=== arb_requester ===
**arb_requester: logic cells by family**

Drawn at 10 px/um.
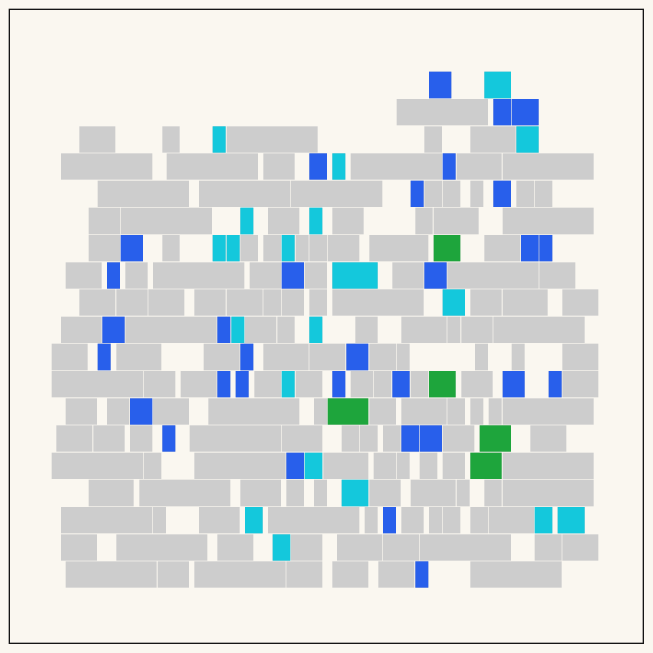

### src/rtl/arb_requester.sv
`default_nettype none
// ============================================================================
//  Module   : arb_requester
//  Purpose  : Requester side of a request/grant arbitration handshake.
//             Accepts a local job (a burst of job_len beats), raises a
//             registered request towards an arbiter, counts granted beats,
//             abandons the job if no grant arrives within TIMEOUT_CYC cycles,
//             and enforces a request-low gap of GAP_CYC cycles between jobs.
//  Revision : 1.0 - initial release
// ----------------------------------------------------------------------------
//  Parameters
//    LEN_W        width of job_len
//    TIMEOUT_CYC  REQ-state cycles without grant before abandoning (1..255)
//    GAP_CYC      request-low cycles between jobs (0..15)
//  Ports
//    clk          clock, rising edge
//    reset_n      asynchronous active-low reset
//    job_valid    local job present
//    job_len      beats requested (0 is treated as 1)
//    job_ready    block is idle and can accept a job
//    request      registered request to the arbiter
//    grant        grant from the arbiter
//    beat_en      one granted data beat this cycle (request && grant)
//    busy         block is not idle
//    done         pulse on the last beat of a job
//    timeout      pulse when a job is abandoned
//    timeout_cnt  saturating count of abandoned jobs
// ============================================================================
module arb_requester #(
  parameter int LEN_W       = 4,
  parameter int TIMEOUT_CYC = 16,
  parameter int GAP_CYC     = 2
) (
  input  logic             clk,
  input  logic             reset_n,
  input  logic             job_valid,
  input  logic [LEN_W-1:0] job_len,
  output logic             job_ready,
  output logic             request,
  input  logic             grant,
  output logic             beat_en,
  output logic             busy,
  output logic             done,
  output logic             timeout,
  output logic [7:0]       timeout_cnt
);

  typedef enum logic [1:0] {
    IDLE  = 2'd0,
    REQ   = 2'd1,
    BURST = 2'd2,
    GAP   = 2'd3
  } state_t;

  // Where a finished or abandoned job goes: straight back to IDLE when no
  // inter-job gap is configured, otherwise through GAP.
  localparam state_t         END_STATE    = (GAP_CYC == 0) ? IDLE : GAP;
  localparam logic [7:0]     TIMEOUT_LAST = 8'(TIMEOUT_CYC - 1);
  localparam logic [3:0]     GAP_LAST     = 4'(GAP_CYC - 1);
  localparam logic [LEN_W-1:0] LEN_ONE    = LEN_W'(1);

  state_t           state;
  state_t           state_next;
  logic [LEN_W-1:0] len_q;
  logic [LEN_W-1:0] len_next;
  logic [LEN_W-1:0] remaining;
  logic [LEN_W-1:0] remaining_next;
  logic [7:0]       wait_cnt;
  logic [7:0]       wait_next;
  logic [3:0]       gap_cnt;
  logic [3:0]       gap_next;
  logic             req_q;
  logic             req_next;
  logic             timeout_q;
  logic             timeout_next;
  logic [7:0]       tcnt_q;
  logic [7:0]       tcnt_next;
  logic             done_c;

  // --------------------------------------------------------------------------
  // Output decode
  // --------------------------------------------------------------------------
  assign job_ready   = (state == IDLE);
  assign busy        = (state != IDLE);
  assign request     = req_q;
  // Gating with the registered request masks the trailing grant cycle a
  // registered arbiter produces after request has dropped.
  assign beat_en     = req_q && grant;
  assign done        = done_c;
  assign timeout     = timeout_q;
  assign timeout_cnt = tcnt_q;

  // --------------------------------------------------------------------------
  // State and datapath registers
  // --------------------------------------------------------------------------
  always_ff @(posedge clk or negedge reset_n) begin
    if (!reset_n) begin
      state     <= IDLE;
      len_q     <= '0;
      remaining <= '0;
      wait_cnt  <= '0;
      gap_cnt   <= '0;
      req_q     <= 1'b0;
      timeout_q <= 1'b0;
      tcnt_q    <= '0;
    end else begin
      state     <= state_next;
      len_q     <= len_next;
      remaining <= remaining_next;
      wait_cnt  <= wait_next;
      gap_cnt   <= gap_next;
      req_q     <= req_next;
      timeout_q <= timeout_next;
      tcnt_q    <= tcnt_next;
    end
  end

  // --------------------------------------------------------------------------
  // Next-state and pulse logic
  // --------------------------------------------------------------------------
  always_comb begin
    state_next     = state;
    len_next       = len_q;
    remaining_next = remaining;
    wait_next      = wait_cnt;
    gap_next       = gap_cnt;
    timeout_next   = 1'b0;
    tcnt_next      = tcnt_q;
    done_c         = 1'b0;

    case (state)
      IDLE: begin
        if (job_valid) begin
          len_next   = (job_len == '0) ? LEN_ONE : job_len;
          wait_next  = '0;
          state_next = REQ;
        end
      end

      REQ: begin
        if (beat_en) begin
          if (len_q == LEN_ONE) begin
            // Single-beat job completes on its first granted cycle.
            done_c     = 1'b1;
            gap_next   = '0;
            state_next = END_STATE;
          end else begin
            remaining_next = len_q - LEN_ONE;
            state_next     = BURST;
          end
        end else if (wait_cnt == TIMEOUT_LAST) begin
          // This ungranted cycle brings the wait count to TIMEOUT_CYC.
          // The timeout pulse is registered so it appears in the first
          // cycle after request drops and can never overlap done.
          timeout_next = 1'b1;
          if (tcnt_q != 8'hFF) begin
            tcnt_next = tcnt_q + 8'd1;
          end
          gap_next   = '0;
          state_next = END_STATE;
        end else begin
          wait_next = wait_cnt + 8'd1;
        end
      end

      BURST: begin
        // A stalled burst simply waits: no timeout is applied here.
        if (beat_en) begin
          if (remaining == LEN_ONE) begin
            done_c         = 1'b1;
            remaining_next = '0;
            gap_next       = '0;
            state_next     = END_STATE;
          end else begin
            remaining_next = remaining - LEN_ONE;
          end
        end
      end

      GAP: begin
        if (gap_cnt == GAP_LAST) begin
          state_next = IDLE;
        end else begin
          gap_next = gap_cnt + 4'd1;
        end
      end

      default: begin
        state_next = IDLE;
      end
    endcase

    // Request follows the next state so that it is a clean flop output that
    // rises the cycle after acceptance and falls with the last beat.
    req_next = (state_next == REQ) || (state_next == BURST);
  end

endmodule
`default_nettype wire

### config.mk
export PLATFORM = sky130hd
export DESIGN_NAME = arb_requester
export DESIGN_NICKNAME = d
export VERILOG_FILES = /design/src/rtl/arb_requester.sv
export SDC_FILE = /design/constraint.sdc
export NUM_CORES = 1
export LEC_CHECK = 0
export CAP_MARGIN = 20
export CORE_MARGIN = 4
export CORE_UTILIZATION = 59
export CTS_BUF_LIST = sky130_fd_sc_hd__clkbuf_2
export DETAILED_ROUTE_END_ITERATION = 10
export PLACE_DENSITY = 0.95
export SYNTH_ARGS = -nofsm -noshare
export SYNTH_HDL_FRONTEND = slang
export SYNTH_SLANG_ARGS = --single-unit
### constraint.sdc
create_clock -name clk -period 6.2 [get_ports clk]
set_input_delay 0.62 -clock clk [delete_from_list [all_inputs] [get_ports clk]]
set_output_delay 0.62 -clock clk [all_outputs]
set_load 0.005 [all_outputs]
=== neuron_operand_loader ===
<file path="src/rtl/neuron_pkg.sv">
// +--------------------------------------------------------------------+
// | neuron_pkg: shared types and defaults for the neuron operand path  |
// | Revision: 1.0                                                      |
// +--------------------------------------------------------------------+
`default_nettype none

package neuron_pkg;

  localparam int LOADER_WIDTH = 32;
  localparam int LOADER_N_IN  = 3;
  localparam int IDX_W        = 2;

  typedef enum logic [0:0] {
    FILL = 1'b0,
    HOLD = 1'b1
  } loader_state_t;

  function automatic logic is_last_idx(input logic [IDX_W-1:0] i);
    return i == IDX_W'(LOADER_N_IN - 1);
  endfunction

endpackage

`default_nettype wire

</file>
<file path="src/rtl/operand_slot.sv">
// +--------------------------------------------------------------------+
// | operand_slot: one (activation, weight, bias) register with enable  |
// | Revision: 1.0                                                      |
// +--------------------------------------------------------------------+
`default_nettype none

module operand_slot
  import neuron_pkg::*;
#(
  parameter int WIDTH = LOADER_WIDTH
) (
  input  logic                    clk,
  input  logic                    rst,
  input  logic                    we,
  input  logic signed [WIDTH-1:0] a_in,
  input  logic signed [WIDTH-1:0] w_in,
  input  logic signed [WIDTH-1:0] b_in,
  output logic signed [WIDTH-1:0] a,
  output logic signed [WIDTH-1:0] w,
  output logic signed [WIDTH-1:0] b
);

  always_ff @(posedge clk or posedge rst) begin
    if (rst) begin
      a <= '0;
      w <= '0;
      b <= '0;
    end else if (we) begin
      a <= a_in;
      w <= w_in;
      b <= b_in;
    end
  end

endmodule

`default_nettype wire

</file>
<file path="src/rtl/neuron_operand_loader.sv">
// +--------------------------------------------------------------------+
// | neuron_operand_loader: serial triplet stream to nine held operands |
// | Optional framing check: define NEURON_LOADER_FRAME_EN              |
// | Revision: 1.0                                                      |
// +--------------------------------------------------------------------+
`default_nettype none

module neuron_operand_loader
  import neuron_pkg::*;
#(
  parameter int WIDTH = LOADER_WIDTH,
  parameter int N_IN  = LOADER_N_IN
) (
  input  logic                    clk,
  input  logic                    rst,
  input  logic                    in_valid,
  output logic                    in_ready,
  input  logic signed [WIDTH-1:0] in_a,
  input  logic signed [WIDTH-1:0] in_w,
  input  logic signed [WIDTH-1:0] in_b,
`ifdef NEURON_LOADER_FRAME_EN
  input  logic                    in_last,
  output logic                    frame_err,
`endif
  output logic signed [WIDTH-1:0] a_1,
  output logic signed [WIDTH-1:0] a_2,
  output logic signed [WIDTH-1:0] a_3,
  output logic signed [WIDTH-1:0] w_1,
  output logic signed [WIDTH-1:0] w_2,
  output logic signed [WIDTH-1:0] w_3,
  output logic signed [WIDTH-1:0] b_1,
  output logic signed [WIDTH-1:0] b_2,
  output logic signed [WIDTH-1:0] b_3,
  output logic                    out_valid,
  input  logic                    out_ready
);

  generate
    if (N_IN != 3) begin : g_bad_n_in
      $error("neuron_operand_loader: N_IN must be 3");
    end
  endgenerate

  loader_state_t state, state_next;
  logic [IDX_W-1:0] idx, idx_next;
  logic beat, at_last, drop;
  logic [LOADER_N_IN-1:0] slot_we;

  logic signed [WIDTH-1:0] a_q [LOADER_N_IN];
  logic signed [WIDTH-1:0] w_q [LOADER_N_IN];
  logic signed [WIDTH-1:0] b_q [LOADER_N_IN];

  assign beat    = in_valid && in_ready;
  assign at_last = is_last_idx(idx);

`ifdef NEURON_LOADER_FRAME_EN
  // Early in_last abandons the partial vector instead of writing a slot.
  assign drop = beat && in_last && !at_last;

  always_ff @(posedge clk or posedge rst) begin
    if (rst) begin
      frame_err <= 1'b0;
    end else if (beat && (in_last != at_last)) begin
      frame_err <= 1'b1;
    end
  end
`else
  assign drop = 1'b0;
`endif

  always_ff @(posedge clk or posedge rst) begin
    if (rst) begin
      state <= FILL;
      idx   <= '0;
    end else begin
      state <= state_next;
      idx   <= idx_next;
    end
  end

  always_comb begin
    state_next = state;
    idx_next   = idx;
    case (state)
      FILL: begin
        if (beat) begin
          if (drop) begin
            idx_next = '0;
          end else if (at_last) begin
            idx_next   = '0;
            state_next = HOLD;
          end else begin
            idx_next = idx + 1'b1;
          end
        end
      end
      HOLD: begin
        if (out_ready) begin
          state_next = FILL;
        end
      end
      default: state_next = FILL;
    endcase
  end

  always_comb begin
    in_ready  = (state == FILL);
    out_valid = (state == HOLD);
    for (int k = 0; k < LOADER_N_IN; k++) begin
      slot_we[k] = beat && !drop && (idx == IDX_W'(k));
    end
  end

  generate
    for (genvar k = 0; k < LOADER_N_IN; k++) begin : g_slot
      operand_slot #(
        .WIDTH (WIDTH)
      ) u_slot (
        .clk  (clk),
        .rst  (rst),
        .we   (slot_we[k]),
        .a_in (in_a),
        .w_in (in_w),
        .b_in (in_b),
        .a    (a_q[k]),
        .w    (w_q[k]),
        .b    (b_q[k])
      );
    end
  endgenerate

  assign a_1 = a_q[0];
  assign a_2 = a_q[1];
  assign a_3 = a_q[2];
  assign w_1 = w_q[0];
  assign w_2 = w_q[1];
  assign w_3 = w_q[2];
  assign b_1 = b_q[0];
  assign b_2 = b_q[1];
  assign b_3 = b_q[2];

endmodule

`default_nettype wire

</file>
<file path="config.mk">
export PLATFORM = sky130hd
export DESIGN_NAME = neuron_operand_loader
export DESIGN_NICKNAME = d
export VERILOG_FILES = /design/src/rtl/neuron_pkg.sv /design/src/rtl/operand_slot.sv /design/src/rtl/neuron_operand_loader.sv
export SDC_FILE = /design/constraint.sdc
export NUM_CORES = 1
export LEC_CHECK = 0
export CORE_MARGIN = 4
export CORE_UTILIZATION = 45
export CTS_BUF_LIST = sky130_fd_sc_hd__clkbuf_4
export DETAILED_ROUTE_END_ITERATION = 10
export GPL_TIMING_DRIVEN = 0
export PLACE_DENSITY = 0.79
export SYNTH_ARGS = -nofsm -noshare
export SYNTH_HDL_FRONTEND = slang
export SYNTH_HIERARCHICAL = 1
export SYNTH_SLANG_ARGS = --single-unit
</file>
<file path="constraint.sdc">
create_clock -name clk -period 8.5 [get_ports clk]
set_input_delay 1.7 -clock clk [delete_from_list [all_inputs] [get_ports clk]]
set_output_delay 1.7 -clock clk [all_outputs]
set_load 0.02 [all_outputs]
</file>
=== pulse_spacer_flat ===
===== config.mk =====
export PLATFORM = sky130hd
export DESIGN_NAME = pulse_spacer_flat
export DESIGN_NICKNAME = d
export VERILOG_FILES = /design/src/rtl/pulse_spacer_if.sv /design/src/rtl/pulse_spacer.sv /design/src/flat_wrapper.sv
export SDC_FILE = /design/constraint.sdc
export NUM_CORES = 1
export LEC_CHECK = 0
export ABC_AREA = 1
export CORE_MARGIN = 3
export CORE_UTILIZATION = 62
export CTS_BUF_LIST = sky130_fd_sc_hd__clkbuf_8
export DETAILED_ROUTE_END_ITERATION = 8
export PLACE_DENSITY = 0.86
export SLEW_MARGIN = 20
export SYNTH_ARGS = -nofsm -noshare
export SYNTH_HDL_FRONTEND = slang
export SYNTH_SLANG_ARGS = --single-unit

===== constraint.sdc =====
create_clock -name c -period 2.9 [get_ports c]
set_input_delay 0.29 -clock c [delete_from_list [all_inputs] [get_ports c]]
set_output_delay 0.29 -clock c [all_outputs]
set_load 0.02 [all_outputs]

===== src/rtl/pulse_spacer_if.sv =====
// Event/pulse bundle between the pulse spacer and its neighbours.
// ovf is present only when PULSE_SPACER_OVF_EN is defined.
interface pulse_spacer_if #(
  parameter int unsigned DEPTH_W = 4
);
  logic               e;
  logic               p;
  logic               busy;
  logic [DEPTH_W-1:0] cnt;
`ifdef PULSE_SPACER_OVF_EN
  logic               ovf;

  modport master (output e, input p, input busy, input cnt, input ovf);
  modport slave  (input e, output p, output busy, output cnt, output ovf);
`else
  modport master (output e, input p, input busy, input cnt);
  modport slave  (input e, output p, output busy, output cnt);
`endif
endinterface


===== src/rtl/pulse_spacer.sv =====
// Converts async event edges into 1-clock pulses at least GAP clocks apart, queueing bursts.
// Optional sticky overflow flag enabled by defining PULSE_SPACER_OVF_EN.
module pulse_spacer #(
  parameter int unsigned GAP     = 32,
  parameter int unsigned DEPTH_W = 4
) (
  input logic           c,
  input logic           rn,
  pulse_spacer_if.slave bus
);

  typedef enum logic {StIdle, StHold} state_e;

  localparam logic [DEPTH_W-1:0] PndMax  = '1;
  localparam logic [7:0]         GapLoad = 8'(GAP - 1);

  logic [2:0]         r_sync;
  state_e             r_state, w_state_d;
  logic [7:0]         r_gap, w_gap_d;
  logic [DEPTH_W-1:0] r_pnd, w_pnd_d;
  logic               r_p, w_p_d;
  logic               w_ev;
  logic               w_have;
  logic               w_fire;

  // r_sync[0..2] are s0, s1, s2; edge detect uses only the settled stages.
  assign w_ev   = r_sync[1] & ~r_sync[2];
  assign w_have = w_ev | (r_pnd != '0);

  always_ff @(posedge c or negedge rn) begin
    if (!rn) begin
      r_sync <= 3'b000;
    end else begin
      r_sync <= {r_sync[1:0], bus.e};
    end
  end

  always_comb begin
    w_state_d = r_state;
    w_gap_d   = r_gap;
    w_p_d     = 1'b0;
    w_fire    = 1'b0;
    case (r_state)
      StIdle: begin
        if (w_have) w_fire = 1'b1;
      end
      StHold: begin
        if (r_gap != 8'd0) begin
          w_gap_d = r_gap - 8'd1;
        end else if (w_have) begin
          w_fire = 1'b1;
        end else begin
          w_state_d = StIdle;
        end
      end
      default: w_state_d = StIdle;
    endcase
    if (w_fire) begin
      w_p_d     = 1'b1;
      w_gap_d   = GapLoad;
      w_state_d = StHold;
    end
  end

  // A fire consumes the live event when present, otherwise one queued event.
  always_comb begin
    w_pnd_d = r_pnd;
    if (w_ev && !w_fire) begin
      if (r_pnd != PndMax) w_pnd_d = r_pnd + 1'b1;
    end else if (!w_ev && w_fire) begin
      w_pnd_d = r_pnd - 1'b1;
    end
  end

  always_ff @(posedge c or negedge rn) begin
    if (!rn) begin
      r_state <= StIdle;
      r_gap   <= 8'd0;
      r_pnd   <= '0;
      r_p     <= 1'b0;
    end else begin
      r_state <= w_state_d;
      r_gap   <= w_gap_d;
      r_pnd   <= w_pnd_d;
      r_p     <= w_p_d;
    end
  end

  assign bus.p    = r_p;
  assign bus.cnt  = r_pnd;
  assign bus.busy = (r_state == StHold) | (r_pnd != '0);

`ifdef PULSE_SPACER_OVF_EN
  logic r_ovf;
  logic w_drop;

  assign w_drop = w_ev & ~w_fire & (r_pnd == PndMax);

  always_ff @(posedge c or negedge rn) begin
    if (!rn) begin
      r_ovf <= 1'b0;
    end else begin
      r_ovf <= r_ovf | w_drop;
    end
  end

  assign bus.ovf = r_ovf;
`endif

endmodule


===== src/flat_wrapper.sv =====
// flat-port wrapper written by rule: the top's interface ports become plain ports
module pulse_spacer_flat 
#(
  parameter int unsigned GAP     = 32,
  parameter int unsigned DEPTH_W = 4
)
  (c, rn, bus_e, bus_p, bus_busy, bus_cnt);
  pulse_spacer_if #(.DEPTH_W(DEPTH_W)) bus_i ();
  input logic c;
  input logic rn;
  input wire logic [$bits(bus_i.e)-1:0] bus_e;
  output wire logic [$bits(bus_i.p)-1:0] bus_p;
  output wire logic [$bits(bus_i.busy)-1:0] bus_busy;
  output wire logic [$bits(bus_i.cnt)-1:0] bus_cnt;
  assign bus_i.e = bus_e;
  assign bus_p = bus_i.p;
  assign bus_busy = bus_i.busy;
  assign bus_cnt = bus_i.cnt;
  pulse_spacer #(.GAP(GAP), .DEPTH_W(DEPTH_W)) u_core (.c(c), .rn(rn), .bus(bus_i));
endmodule

=== multicycle_control_unit ===
===== config.mk =====
export PLATFORM = sky130hd
export DESIGN_NAME = multicycle_control_unit
export DESIGN_NICKNAME = d
export VERILOG_FILES = /design/src/rtl/multicycle_control_unit.sv
export SDC_FILE = /design/constraint.sdc
export NUM_CORES = 1
export LEC_CHECK = 0
export ABC_AREA = 0
export CORE_ASPECT_RATIO = 2
export CORE_MARGIN = 3
export CORE_UTILIZATION = 41
export DETAILED_ROUTE_END_ITERATION = 8
export GPL_ROUTABILITY_DRIVEN = 0
export GPL_TIMING_DRIVEN = 0
export MAX_ROUTING_LAYER = met4
export PLACE_DENSITY = 0.75
export SYNTH_ARGS = -nofsm -noshare
export SYNTH_HDL_FRONTEND = slang
export SYNTH_SLANG_ARGS = --single-unit

===== constraint.sdc =====
create_clock -name clk -period 1.5 [get_ports clk]
set_clock_uncertainty 0.05 [all_clocks]
set_input_delay 0.15 -clock clk [delete_from_list [all_inputs] [get_ports clk]]
set_output_delay 0.15 -clock clk [all_outputs]
set_load 0.01 [all_outputs]

===== src/rtl/multicycle_control_unit.sv =====
// Multicycle RISC-V control FSM: fetch/decode/execute sequencing,
// memory handshake with optional wait timeout, and fault reporting.
module multicycle_control_unit #(
    parameter int ALUCTRL_W   = 4,
    parameter int MEM_TIMEOUT = 16
) (
    input  logic                 clk,
    input  logic                 rst_n,
    input  logic [6:0]           op,
    input  logic [2:0]           funct3,
    input  logic                 funct7,
    input  logic                 Zero,
    input  logic                 MemReady,
    output logic                 PCWrite,
    output logic                 IRWrite,
    output logic                 RegWrite,
    output logic                 MemReq,
    output logic                 MemWrite,
    output logic                 AdrSrc,
    output logic [1:0]           ResultSrc,
    output logic [1:0]           ALUSrcA,
    output logic [1:0]           ALUSrcB,
    output logic [2:0]           ImmSrc,
    output logic [ALUCTRL_W-1:0] ALUControl,
    output logic [3:0]           State,
    output logic [1:0]           Fault
);

    typedef enum logic [3:0] {
        S_IDLE     = 4'd0,
        S_FETCH    = 4'd1,
        S_DECODE   = 4'd2,
        S_MEMADR   = 4'd3,
        S_MEMREAD  = 4'd4,
        S_MEMWB    = 4'd5,
        S_MEMWRITE = 4'd6,
        S_EXECR    = 4'd7,
        S_EXECI    = 4'd8,
        S_ALUWB    = 4'd9,
        S_BRANCH   = 4'd10,
        S_JAL      = 4'd11,
        S_JALR     = 4'd12,
        S_TRAP     = 4'd13
    } state_t;

    localparam logic [3:0] A_ADD  = 4'd0;
    localparam logic [3:0] A_SUB  = 4'd1;
    localparam logic [3:0] A_AND  = 4'd2;
    localparam logic [3:0] A_OR   = 4'd3;
    localparam logic [3:0] A_XOR  = 4'd4;
    localparam logic [3:0] A_SLT  = 4'd5;
    localparam logic [3:0] A_SLL  = 4'd6;
    localparam logic [3:0] A_SRL  = 4'd7;
    localparam logic [3:0] A_SRA  = 4'd8;
    localparam logic [3:0] A_SLTU = 4'd9;

    // Counter only needs to reach MEM_TIMEOUT-1: the trap fires on that cycle.
    localparam int CW = (MEM_TIMEOUT > 1) ? $clog2(MEM_TIMEOUT) : 1;
    localparam logic [CW-1:0] LIMIT =
        CW'((MEM_TIMEOUT > 0) ? MEM_TIMEOUT - 1 : 0);

    state_t        state, nxt;
    logic [CW-1:0] cnt;
    logic [1:0]    fault, nfault;
    logic [3:0]    alu, alu_f;
    logic [2:0]    imm_sel;
    logic          waiting, timeout;

    assign timeout    = (MEM_TIMEOUT > 0) && (cnt == LIMIT);
    assign ALUControl = ALUCTRL_W'(alu);
    assign State      = state;
    assign Fault      = fault;

    always_comb begin
        unique case (op)
            7'b0100011: imm_sel = 3'b001;
            7'b1100011: imm_sel = 3'b010;
            7'b1101111: imm_sel = 3'b100;
            default:    imm_sel = 3'b000;
        endcase
    end

    always_comb begin
        unique case (funct3)
            3'b000:  alu_f = (state == S_EXECR && funct7) ? A_SUB : A_ADD;
            3'b001:  alu_f = A_SLL;
            3'b010:  alu_f = A_SLT;
            3'b011:  alu_f = A_SLTU;
            3'b100:  alu_f = A_XOR;
            3'b101:  alu_f = funct7 ? A_SRA : A_SRL;
            3'b110:  alu_f = A_OR;
            default: alu_f = A_AND;
        endcase
    end

    always_comb begin
        nxt       = state;
        nfault    = fault;
        waiting   = 1'b0;
        PCWrite   = 1'b0;
        IRWrite   = 1'b0;
        RegWrite  = 1'b0;
        MemReq    = 1'b0;
        MemWrite  = 1'b0;
        AdrSrc    = 1'b0;
        ResultSrc = 2'b00;
        ALUSrcA   = 2'b00;
        ALUSrcB   = 2'b00;
        ImmSrc    = 3'b000;
        alu       = A_ADD;
        unique case (state)
            S_IDLE: nxt = S_FETCH;
            S_FETCH: begin
                MemReq    = 1'b1;
                ALUSrcB   = 2'b10;
                ResultSrc = 2'b10;
                waiting   = 1'b1;
                if (MemReady) begin
                    IRWrite = 1'b1;
                    PCWrite = 1'b1;
                    nxt     = S_DECODE;
                end else if (timeout) begin
                    nxt    = S_TRAP;
                    nfault = 2'b10;
                end
            end
            S_DECODE: begin
                ALUSrcA = 2'b01;
                ALUSrcB = 2'b01;
                ImmSrc  = imm_sel;
                unique case (op)
                    7'b0000011,
                    7'b0100011: nxt = S_MEMADR;
                    7'b0110011: nxt = S_EXECR;
                    7'b0010011: nxt = S_EXECI;
                    7'b1100011: nxt = S_BRANCH;
                    7'b1101111: nxt = S_JAL;
                    default: begin
                        if (op == 7'b1100111 && funct3 == 3'b000) begin
                            nxt = S_JALR;
                        end else begin
                            nxt    = S_TRAP;
                            nfault = 2'b01;
                        end
                    end
                endcase
            end
            S_MEMADR: begin
                ALUSrcA = 2'b10;
                ALUSrcB = 2'b01;
                ImmSrc  = imm_sel;
                if (funct3 != 3'b010) begin
                    nxt    = S_TRAP;
                    nfault = 2'b01;
                end else if (op == 7'b0100011) begin
                    nxt = S_MEMWRITE;
                end else begin
                    nxt = S_MEMREAD;
                end
            end
            S_MEMREAD: begin
                MemReq  = 1'b1;
                AdrSrc  = 1'b1;
                waiting = 1'b1;
                if (MemReady) begin
                    nxt = S_MEMWB;
                end else if (timeout) begin
                    nxt    = S_TRAP;
                    nfault = 2'b10;
                end
            end
            S_MEMWB: begin
                ResultSrc = 2'b01;
                RegWrite  = 1'b1;
                nxt       = S_FETCH;
            end
            S_MEMWRITE: begin
                MemReq   = 1'b1;
                MemWrite = 1'b1;
                AdrSrc   = 1'b1;
                waiting  = 1'b1;
                if (MemReady) begin
                    nxt = S_FETCH;
                end else if (timeout) begin
                    nxt    = S_TRAP;
                    nfault = 2'b10;
                end
            end
            S_EXECR: begin
                ALUSrcA = 2'b10;
                alu     = alu_f;
                nxt     = S_ALUWB;
            end
            S_EXECI: begin
                ALUSrcA = 2'b10;
                ALUSrcB = 2'b01;
                alu     = alu_f;
                nxt     = S_ALUWB;
            end
            S_ALUWB: begin
                RegWrite = 1'b1;
                nxt      = S_FETCH;
            end
            S_BRANCH: begin
                ALUSrcA = 2'b10;
                alu     = A_SUB;
                if (funct3[2:1] == 2'b00) begin
                    PCWrite = Zero ^ funct3[0];
                    nxt     = S_FETCH;
                end else begin
                    nxt    = S_TRAP;
                    nfault = 2'b01;
                end
            end
            S_JAL: begin
                ALUSrcA = 2'b01;
                ALUSrcB = 2'b10;
                PCWrite = 1'b1;
                nxt     = S_ALUWB;
            end
            S_JALR: begin
                ALUSrcA = 2'b10;
                ALUSrcB = 2'b01;
                nxt     = S_JAL;
            end
            S_TRAP: nxt = S_TRAP;
            default: nxt = S_IDLE;
        endcase
    end

    // Leaving any wait state clears the counter, so every entry starts at 0.
    always_ff @(posedge clk or negedge rst_n) begin
        if (!rst_n) begin
            state <= S_IDLE;
            fault <= 2'b00;
            cnt   <= '0;
        end else begin
            state <= nxt;
            fault <= nfault;
            cnt   <= (waiting && !MemReady) ? cnt + 1'b1 : '0;
        end
    end

endmodule



==> screenshots <==
Close-up of the layout.
picture 1
Region (17, 4) to (47, 34) um. Cells in grey, sequential cells in the stronger grey; small squares are vias.
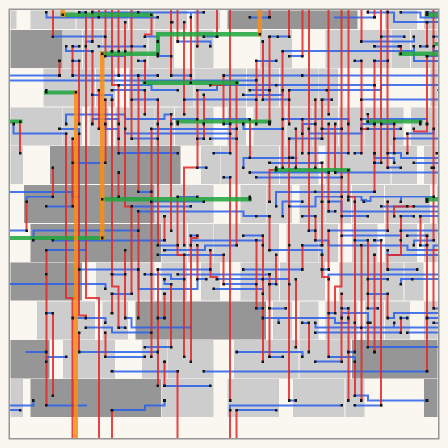
picture 2
Region (69, 35) to (99, 65) um. Cells in grey, sequential cells in the stronger grey; small squares are vias.
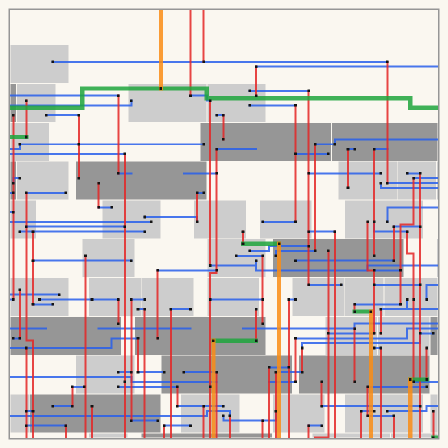
picture 3
Region (8, 0) to (38, 30) um. Cells in grey, sequential cells in the stronger grey; small squares are vias.
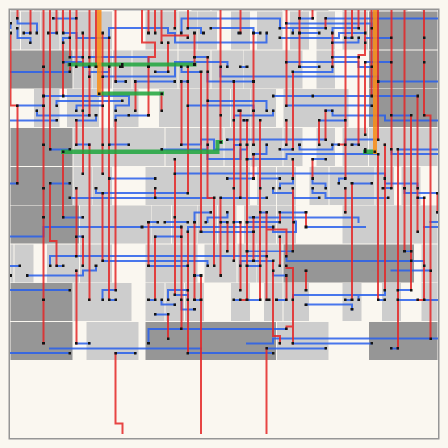
arb_requester: picture 1
neuron_operand_loader: picture 2
pulse_spacer_flat: picture 3

**multicycle_control_unit: clock distribution**

Drawn at 6 px/um.
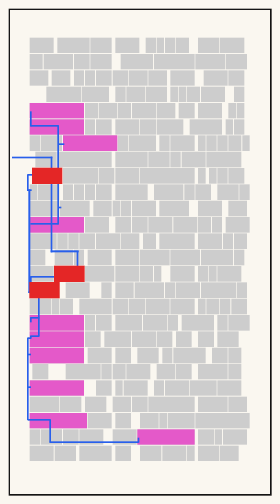
- clock wires: blue (length 146 um)
- clock drivers: red (count 3)
- flip-flops: magenta (count 10)
- routed clock nets: 4

==> out/metrics.yaml, multicycle_control_unit <==
status: "complete, but fails checks"
violations: "setup timing"
place_area_um2: 1590
nets: 259
finalClockPeriodUsage: 1.30
seq_power_share: 0.104
use_met1: 0.341
ys_cells: 156
drc: 0
drtPass1Iterations: 4
nFillCells: 93
dominant_cells: "combinational gates"
yosysWarnings: 0
drv_slew: 0
r2r-start: "State[0]$_DFF_PN0_"
timing.rr.end: "Fault[0]$_DFFE_PN0P_"
holdCritPathClass: "input pin to asynchronous set/reset pin"
final_cells: 270
share_comb_of_total_power: 0.812
synth_cell_types: 48
setup_ws_ps: -449
setup_violations: 27
top_usage_layer: "met2"
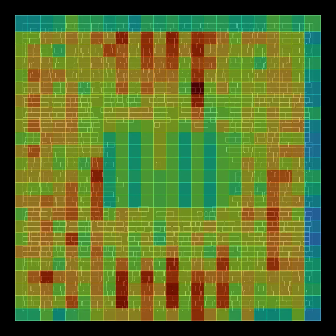
**Above:** neuron_operand_loader (congestion heat map).
GR peak layer: met2
Tot GR Track Use: 0.221

==> out/metrics.yaml, neuron_operand_loader <==
status: "complete, no violations"
buffers_excl_clock: 425
drt-met1-wl_um: 12300
mux_share: 0.322
synth_cell_types: 14
vias_per_cell: 4.89
place_area_um2: 15900
top_area_cell: "dfrtp_1"
clkbuf_count: 114
p_leak_nw: 7.33
clock_tree.root_cell: "clkbuf_4"
layout_top_cell: "clkdlybuf4s50_1"
cpLargestDelayFamily: "buffers and inverters"
netlist_area_um2: 11500
vdd_drop_max_v: 0.000262
regArea_um2: 7280
buf_share: 0.260
synth-edff-count: 0
worstHoldStart: "g_slot[2].u_slot/w[4]$_DFFE_PP0P_"
clock_power_mw: 1.20
tap_cells: 330
num-multi-input-gates: 295
hold-path-endpoint: "g_slot[2].u_slot/w[4]$_DFFE_PP0P_"
final.min_clock_period_ps: 3490
yosysWarnings: 6
fmax_mhz: 286
use_met1: 0.265
p_clk_frac: 0.156
worst_skew_pair.late_latency_ps: 680
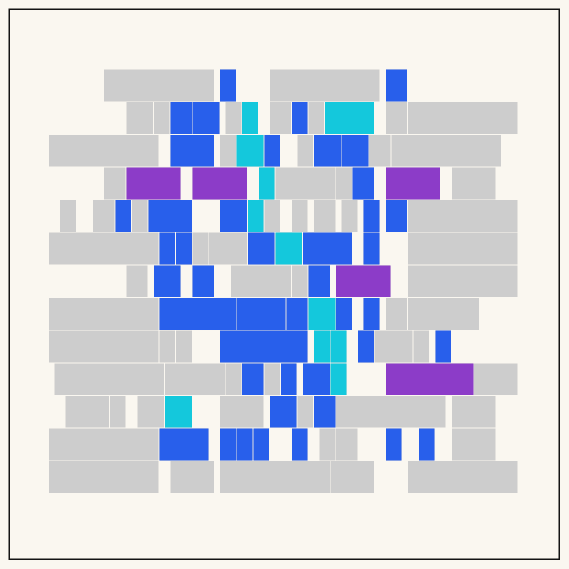
**Above:** pulse_spacer_flat (logic cells by family).
Drawn at 12 px/um.
- nand cells: blue (cells 43)
- fa/ha/maj cells: purple (cells 5)
- nor cells: cyan (cells 11)

==> out/metrics.yaml, pulse_spacer_flat <==
nFillCells: 78
ys_sh_adder: 0.0716
rrSetupSlack_ps: 640
topCellsByArea: "dfrtp_1, nand2_1, ha_1"
netlist_area_um2: 978
routed.top_layer: "met4"
synthXorXnorAreaFrac: 0.0345
avgSynthCellArea_um2: 8.89
maxCapViolCount: 0
buf_share: 0.0713
warnings: 27
seq_power_mw: 0.424
ys_sh_simple: 0.330
status: "complete, no violations"
p_clk_frac: 0.150
final.min_clock_period_ps: 2260
tns_ps: 0
switching_share: 0.442
cpLargestDelayFamily: "simple AND/OR/NAND/NOR gates"
drv_slew: 0
place_area_um2: 1080
yosysWarnings: 0
fmax_mhz: 443
syn_nets: 118
vdd_drop_max_v: 0.000640
cp-end-kind: "flip-flop"
yosys-stat-area_um2: 978
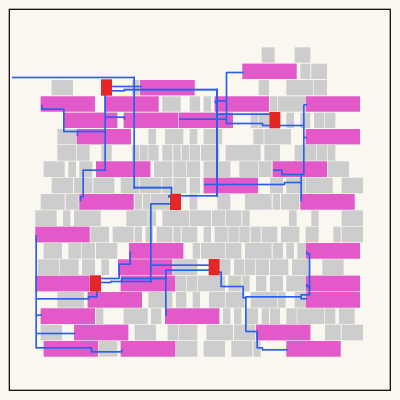
**Above:** arb_requester (clock distribution).
Drawn at 6 px/um.
- clock wires: blue (length 399 um)
- flip-flops: magenta (count 32)
- clock drivers: red (count 5)
- routed clock nets: 6

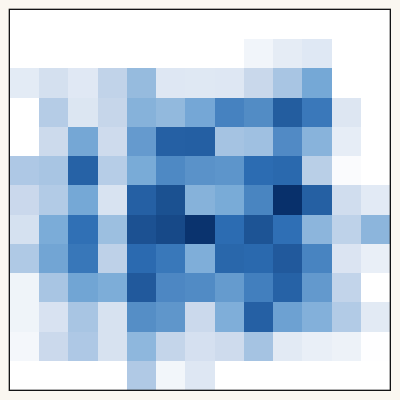
**Above:** arb_requester (wire density map).
Drawn at 6 px/um. The die is cut into 13 by 13 equal tiles; white is low, dark blue is high, scaled to the fullest tile. Values are wire area over tile area, all layers added.
- nearly empty tiles: 25%
- emptiest ninth of the die: north-west
- mean over tiles: 0.15
- fullest tile: 0.46
- tiles over half the peak: 30%
- densest ninth of the die: centre

Notes on 'logic cells by family' of arb_requester above:
- non-inverting ao/oa cells: green (cells 5)
- nand cells: blue (cells 31)
- nor cells: cyan (cells 20)

==> out/metrics.yaml, arb_requester <==
maxCapViolCount: 0
synthCells: 181
status: "complete, no violations"
place_inst: 230
clkbuf_count: 7
required_ps: 5580
holdWs_ps: 522
fp_util: 0.637
first_iter_violations: 102
start_kind: "flip-flop"
buffers_excl_clock: 22
path_buffers: 2
common_cells: "dfrtp_1, o21ai_0, inv_1, nand2_1, ha_1"
top_area_cell: "dfrtp_1"
nFlopsAndLatches: 32
maxPowerGroup: "combinational cells"
top_usage_layer: "met2"

=== id_ex_latch ===
File: src/rtl/id_ex_latch.sv
// ID/EX pipeline register: decode operands, sign-extended immediate, specifiers and control bundles.
// Optional stall/bubble performance counters are enabled by defining ID_EX_PERF_EN.
module id_ex_latch #(
    parameter int DATA_W     = 32,
    parameter int REG_ADDR_W = 5,
    parameter int IMM_W      = 16
) (
    input  logic                  clk,
    input  logic                  rst_n,
    input  logic                  stall,
    input  logic                  flush,
    input  logic                  id_valid,
    input  logic [1:0]            id_ctlwb,
    input  logic [2:0]            id_ctlm,
    input  logic [3:0]            id_ctlex,
    input  logic [DATA_W-1:0]     id_npc,
    input  logic [DATA_W-1:0]     id_rdata1,
    input  logic [DATA_W-1:0]     id_rdata2,
    input  logic [IMM_W-1:0]      id_imm,
    input  logic [REG_ADDR_W-1:0] id_rs,
    input  logic [REG_ADDR_W-1:0] id_rt,
    input  logic [REG_ADDR_W-1:0] id_rd,
    output logic                  ex_valid,
    output logic [1:0]            ex_ctlwb,
    output logic [2:0]            ex_ctlm,
    output logic                  ex_regdst,
    output logic [1:0]            ex_aluop,
    output logic                  ex_alusrc,
    output logic [DATA_W-1:0]     ex_npc,
    output logic [DATA_W-1:0]     ex_rdata1,
    output logic [DATA_W-1:0]     ex_rdata2,
    output logic [DATA_W-1:0]     ex_signext,
    output logic [REG_ADDR_W-1:0] ex_rs,
    output logic [REG_ADDR_W-1:0] ex_rt,
    output logic [REG_ADDR_W-1:0] ex_rd,
    output logic [31:0]           ex_stall_cnt,
    output logic [31:0]           ex_bubble_cnt
);

    logic [DATA_W-1:0] signext_d;

    assign signext_d = {{(DATA_W-IMM_W){id_imm[IMM_W-1]}}, id_imm};

    // Control fields are gated by id_valid so a bubble never carries a commit.
    always_ff @(posedge clk or negedge rst_n) begin
        if (!rst_n) begin
            ex_valid   <= 1'b0;
            ex_ctlwb   <= '0;
            ex_ctlm    <= '0;
            ex_regdst  <= 1'b0;
            ex_aluop   <= '0;
            ex_alusrc  <= 1'b0;
            ex_npc     <= '0;
            ex_rdata1  <= '0;
            ex_rdata2  <= '0;
            ex_signext <= '0;
            ex_rs      <= '0;
            ex_rt      <= '0;
            ex_rd      <= '0;
        end else if (flush) begin
            ex_valid   <= 1'b0;
            ex_ctlwb   <= '0;
            ex_ctlm    <= '0;
            ex_regdst  <= 1'b0;
            ex_aluop   <= '0;
            ex_alusrc  <= 1'b0;
            ex_npc     <= '0;
            ex_rdata1  <= '0;
            ex_rdata2  <= '0;
            ex_signext <= '0;
            ex_rs      <= '0;
            ex_rt      <= '0;
            ex_rd      <= '0;
        end else if (!stall) begin
            ex_valid   <= id_valid;
            ex_ctlwb   <= id_valid ? id_ctlwb : 2'b00;
            ex_ctlm    <= id_valid ? id_ctlm : 3'b000;
            ex_regdst  <= id_valid & id_ctlex[3];
            ex_aluop   <= id_valid ? id_ctlex[2:1] : 2'b00;
            ex_alusrc  <= id_valid & id_ctlex[0];
            ex_npc     <= id_npc;
            ex_rdata1  <= id_rdata1;
            ex_rdata2  <= id_rdata2;
            ex_signext <= signext_d;
            ex_rs      <= id_rs;
            ex_rt      <= id_rt;
            ex_rd      <= id_rd;
        end
    end

`ifdef ID_EX_PERF_EN
    logic [31:0] stall_cnt_q;
    logic [31:0] bubble_cnt_q;
    logic        stall_evt;
    logic        bubble_evt;

    assign stall_evt  = stall & ~flush;
    assign bubble_evt = flush | (~stall & ~id_valid);

    // Saturating counters; a held bubble is not counted again.
    always_ff @(posedge clk or negedge rst_n) begin
        if (!rst_n) begin
            stall_cnt_q  <= '0;
            bubble_cnt_q <= '0;
        end else begin
            if (stall_evt && (stall_cnt_q != 32'hFFFF_FFFF))
                stall_cnt_q <= stall_cnt_q + 32'd1;
            if (bubble_evt && (bubble_cnt_q != 32'hFFFF_FFFF))
                bubble_cnt_q <= bubble_cnt_q + 32'd1;
        end
    end

    assign ex_stall_cnt  = stall_cnt_q;
    assign ex_bubble_cnt = bubble_cnt_q;
`else
    assign ex_stall_cnt  = 32'd0;
    assign ex_bubble_cnt = 32'd0;
`endif

endmodule

File: config.mk
export PLATFORM = sky130hd
export DESIGN_NAME = id_ex_latch
export DESIGN_NICKNAME = d
export VERILOG_FILES = /design/src/rtl/id_ex_latch.sv
export SDC_FILE = /design/constraint.sdc
export NUM_CORES = 1
export LEC_CHECK = 0
export CORE_AREA = 5 5 136 138
export CTS_CLUSTER_SIZE = 28
export DETAILED_ROUTE_END_ITERATION = 6
export DIE_AREA = 0 0 141 143
export HOLD_SLACK_MARGIN = 0.12
export PLACE_DENSITY_LB_ADDON = 0.2
export RECOVER_POWER = 25
export SLEW_MARGIN = 20
export SYNTH_ARGS = -nofsm -noshare
export SYNTH_HDL_FRONTEND = slang
export SYNTH_SLANG_ARGS = --single-unit
File: constraint.sdc
create_clock -name clk -period 2.3 [get_ports clk]
set_clock_uncertainty 0.1 [all_clocks]
set_input_delay 0.23 -clock clk [delete_from_list [all_inputs] [get_ports clk]]
set_output_delay 0.23 -clock clk [all_outputs]
set_load 0.02 [all_outputs]
=== bus_arbiter_rr ===
==> config.mk <==
export PLATFORM = sky130hd
export DESIGN_NAME = bus_arbiter_rr
export DESIGN_NICKNAME = d
export VERILOG_FILES = /design/src/rtl/bus_arbiter_rr.sv
export SDC_FILE = /design/constraint.sdc
export NUM_CORES = 1
export LEC_CHECK = 0
export ABC_AREA = 1
export CAP_MARGIN = 20
export CORE_UTILIZATION = 35
export DETAILED_ROUTE_END_ITERATION = 10
export SETUP_SLACK_MARGIN = 0.1
export SLEW_MARGIN = 20
export SYNTH_ARGS = -nofsm -noshare
export SYNTH_HDL_FRONTEND = slang
export SYNTH_SLANG_ARGS = --single-unit
==> constraint.sdc <==
create_clock -name clk -period 1.9 [get_ports clk]
set_clock_uncertainty 0.1 [all_clocks]
set_input_delay 0.38 -clock clk [delete_from_list [all_inputs] [get_ports clk]]
set_output_delay 0.38 -clock clk [all_outputs]
set_load 0.03 [all_outputs]
==> src/rtl/bus_arbiter_rr.sv <==
`default_nettype none
// ============================================================================
// Module   : bus_arbiter_rr
// Function : N-master system-bus arbiter, round-robin or fixed priority, with
//            ownership hold, one turnaround cycle and registered one-hot grant.
//            Optional macro ARB_TIMEOUT_EN bounds ownership to MAX_HOLD cycles.
// Revision : 1.0  initial release
// ============================================================================
module bus_arbiter_rr #(
    parameter int NUM_MASTERS = 4,
    parameter int RR_MODE     = 1,
    parameter int SEL_W       = $clog2(NUM_MASTERS),
    parameter int MAX_HOLD    = 16
) (
    input  logic                   clk,
    input  logic                   rst,
    input  logic [NUM_MASTERS-1:0] req,
    output logic [NUM_MASTERS-1:0] grant,
    output logic [SEL_W-1:0]       M_select,
    output logic                   bus_busy
);

    generate
        if (NUM_MASTERS < 2 || NUM_MASTERS > 16) begin : g_bad_num_masters
            $error("bus_arbiter_rr: NUM_MASTERS must be in 2..16");
        end
        if (MAX_HOLD < 2 || MAX_HOLD > 255) begin : g_bad_max_hold
            $error("bus_arbiter_rr: MAX_HOLD must be in 2..255");
        end
    endgenerate

    typedef enum logic [1:0] {
        ST_IDLE = 2'd0,
        ST_OWN  = 2'd1,
        ST_TURN = 2'd2
    } state_t;

    localparam logic [NUM_MASTERS-1:0] c_one        = NUM_MASTERS'(1);
    localparam logic [SEL_W-1:0]       c_last_reset = SEL_W'(NUM_MASTERS - 1);

    state_t                   r_state;
    logic [NUM_MASTERS-1:0]   r_grant;
    logic [SEL_W-1:0]         r_select;
    logic [SEL_W-1:0]         r_last_owner;

    logic [SEL_W-1:0]         w_winner;
    logic [SEL_W-1:0]         w_idx;
    logic                     w_found;
    logic [NUM_MASTERS-1:0]   w_onehot;

    function automatic logic [SEL_W-1:0] f_wrap(input int v);
        return (v >= NUM_MASTERS) ? SEL_W'(v - NUM_MASTERS) : SEL_W'(v);
    endfunction

    // Scan starts just after the last owner in round-robin mode, at 0 otherwise.
    always_comb begin
        w_winner = '0;
        w_idx    = '0;
        w_found  = 1'b0;
        for (int k = 0; k < NUM_MASTERS; k++) begin
            w_idx = (RR_MODE != 0) ? f_wrap(int'(r_last_owner) + 1 + k) : SEL_W'(k);
            if (!w_found && req[w_idx]) begin
                w_found  = 1'b1;
                w_winner = w_idx;
            end
        end
    end

    assign w_onehot = c_one << w_winner;

`ifdef ARB_TIMEOUT_EN
    localparam logic [7:0] c_hold_max = 8'(MAX_HOLD - 1);

    logic [7:0] r_hold_cnt;
    logic       w_others;

    assign w_others = |(req & ~r_grant);
`endif

    always_ff @(posedge clk) begin
        if (rst) begin
            r_state      <= ST_IDLE;
            r_grant      <= '0;
            r_select     <= '0;
            r_last_owner <= c_last_reset;
`ifdef ARB_TIMEOUT_EN
            r_hold_cnt   <= '0;
`endif
        end else begin
            case (r_state)
                // The turnaround cycle arbitrates exactly like idle does.
                ST_IDLE, ST_TURN: begin
                    r_grant <= '0;
                    r_state <= ST_IDLE;
                    if (w_found) begin
                        r_grant      <= w_onehot;
                        r_select     <= w_winner;
                        r_last_owner <= w_winner;
                        r_state      <= ST_OWN;
`ifdef ARB_TIMEOUT_EN
                        r_hold_cnt   <= '0;
`endif
                    end
                end
                ST_OWN: begin
                    if (!req[r_last_owner]) begin
                        r_grant <= '0;
                        r_state <= ST_TURN;
                    end
`ifdef ARB_TIMEOUT_EN
                    else if (r_hold_cnt == c_hold_max) begin
                        // Saturated: yield only if someone else is waiting.
                        if (w_others) begin
                            r_grant <= '0;
                            r_state <= ST_TURN;
                        end
                    end else begin
                        r_hold_cnt <= r_hold_cnt + 8'd1;
                    end
`endif
                end
                default: begin
                    r_grant <= '0;
                    r_state <= ST_IDLE;
                end
            endcase
        end
    end

    assign grant    = r_grant;
    assign M_select = r_select;
    assign bus_busy = |r_grant;

endmodule
`default_nettype wire

**bus_arbiter_rr: clock distribution**

Drawn at 8 px/um.
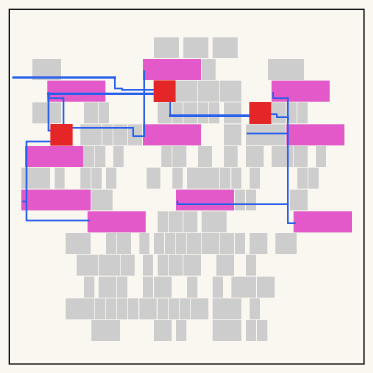
- clock wires: blue (length 143 um)
- clock drivers: red (count 3)
- flip-flops: magenta (count 10)
- routed clock nets: 4

==> out/metrics.yaml, bus_arbiter_rr <==
status: "complete, no violations"
comb_area_frac: 0.440
synthXorXnorAreaFrac: 0
worstMarginPinSlew_ps: 315
synthArstFlopShare: 0
port_buffers: 12
yosys_most_used_dff: "dfxtp_1"
setup_violations: 0
path_buffers: 1
synthCells: 101
critPathKind: "flip-flop to output port"
cts_resized: 8
core-area_um2: 1580
yosys-stat-area_um2: 622
netlist_area_um2: 622
top_area_cell: "dfxtp_1"
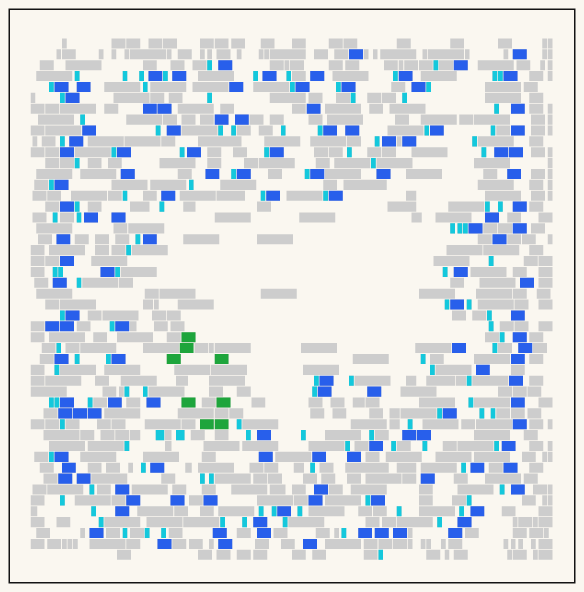
**Above:** id_ex_latch (logic cells by family).
Drawn at 4 px/um.
- mux cells: blue (cells 128; where widely spread)
- nor cells: cyan (cells 130; where widely spread)
- non-inverting ao/oa cells: green (cells 8)

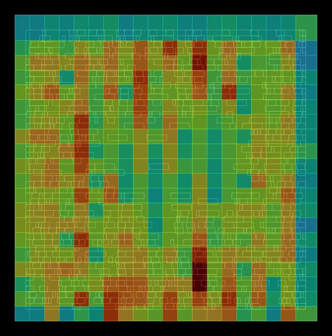
**Above:** id_ex_latch (congestion heat map).
Tot GR Track Use: 0.167
met3 usage: 0.0777

==> out/metrics.yaml, id_ex_latch <==
status: "complete, no violations"
final_cells: 1031
r2r-start: "ex_signext[30]$_DFFE_PN0P_"
final_cell_area_um2: 9470
synthXorXnorAreaFrac: 0
cts_tree: "built"
yosysWarnings: 0
yosys-stat-area_um2: 6120
path_cells: "clkdlybuf4s50_1"
core.rowCount: 48
vias_per_cell: 4.36
grt_pass1_wl_um: 26300
drive_gt1_frac: 0.0509
inv_count: 1
grt_pass1_vias: 4840
seq_power_mw: 2.62
met3WireLength_um: 1880
worst_path_max_delay_cell: "clkdlybuf4s50_1"
vdd_drop_max_v: 0.000442
use_met1: 0.179
seq_share: 0.362
place_inst: 999
slowest_delay_ps: 720
netlist_area_um2: 6120


==> layout pictures side by side <==
Wire density map.
panel A
Drawn at 6 px/um. The die is cut into 9 by 16 equal tiles; white is low, dark blue is high, scaled to the fullest tile. Values are wire area over tile area, all layers added.
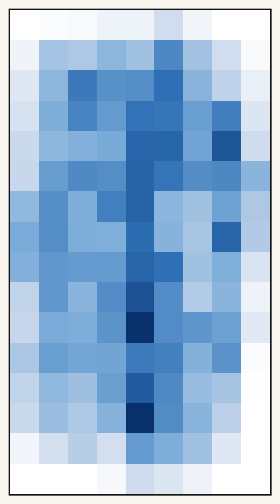
panel B
Drawn at 2 px/um. The die is cut into 34 by 34 equal tiles; white is low, dark blue is high, scaled to the fullest tile. Values are wire area over tile area, all layers added.
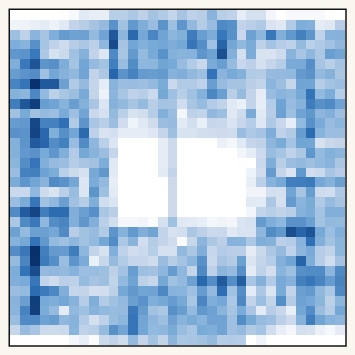
panel C
Drawn at 8 px/um. The die is cut into 9 by 9 equal tiles; white is low, dark blue is high, scaled to the fullest tile. Values are wire area over tile area, all layers added.
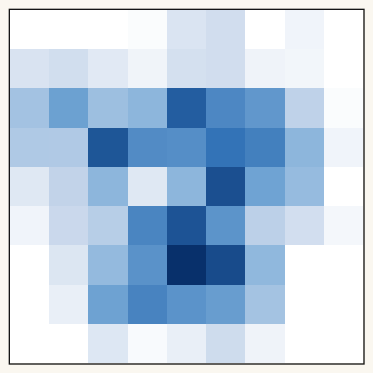
panel D
Drawn at 8 px/um. The die is cut into 9 by 9 equal tiles; white is low, dark blue is high, scaled to the fullest tile. Values are wire area over tile area, all layers added.
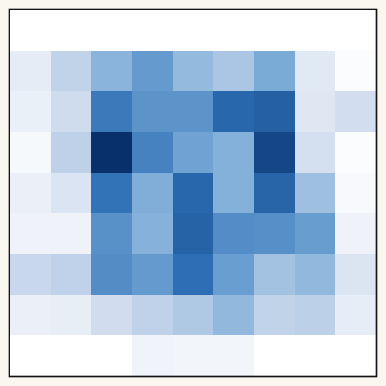
panel E
Drawn at 2 px/um. The die is cut into 28 by 29 equal tiles; white is low, dark blue is high, scaled to the fullest tile. Values are wire area over tile area, all layers added.
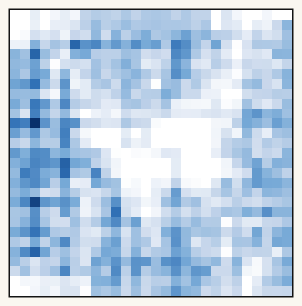
| from | picture |
|---|---|
| bus_arbiter_rr | panel C |
| pulse_spacer_flat | panel D |
| id_ex_latch | panel E |
| neuron_operand_loader | panel B |
| multicycle_control_unit | panel A |
Of these, largest die: panel B

Key to panel C:
- fullest tile: 0.41
- emptiest ninth of the die: south-east
- nearly empty tiles: 21%
- tiles over half the peak: 26%
- mean over tiles: 0.12

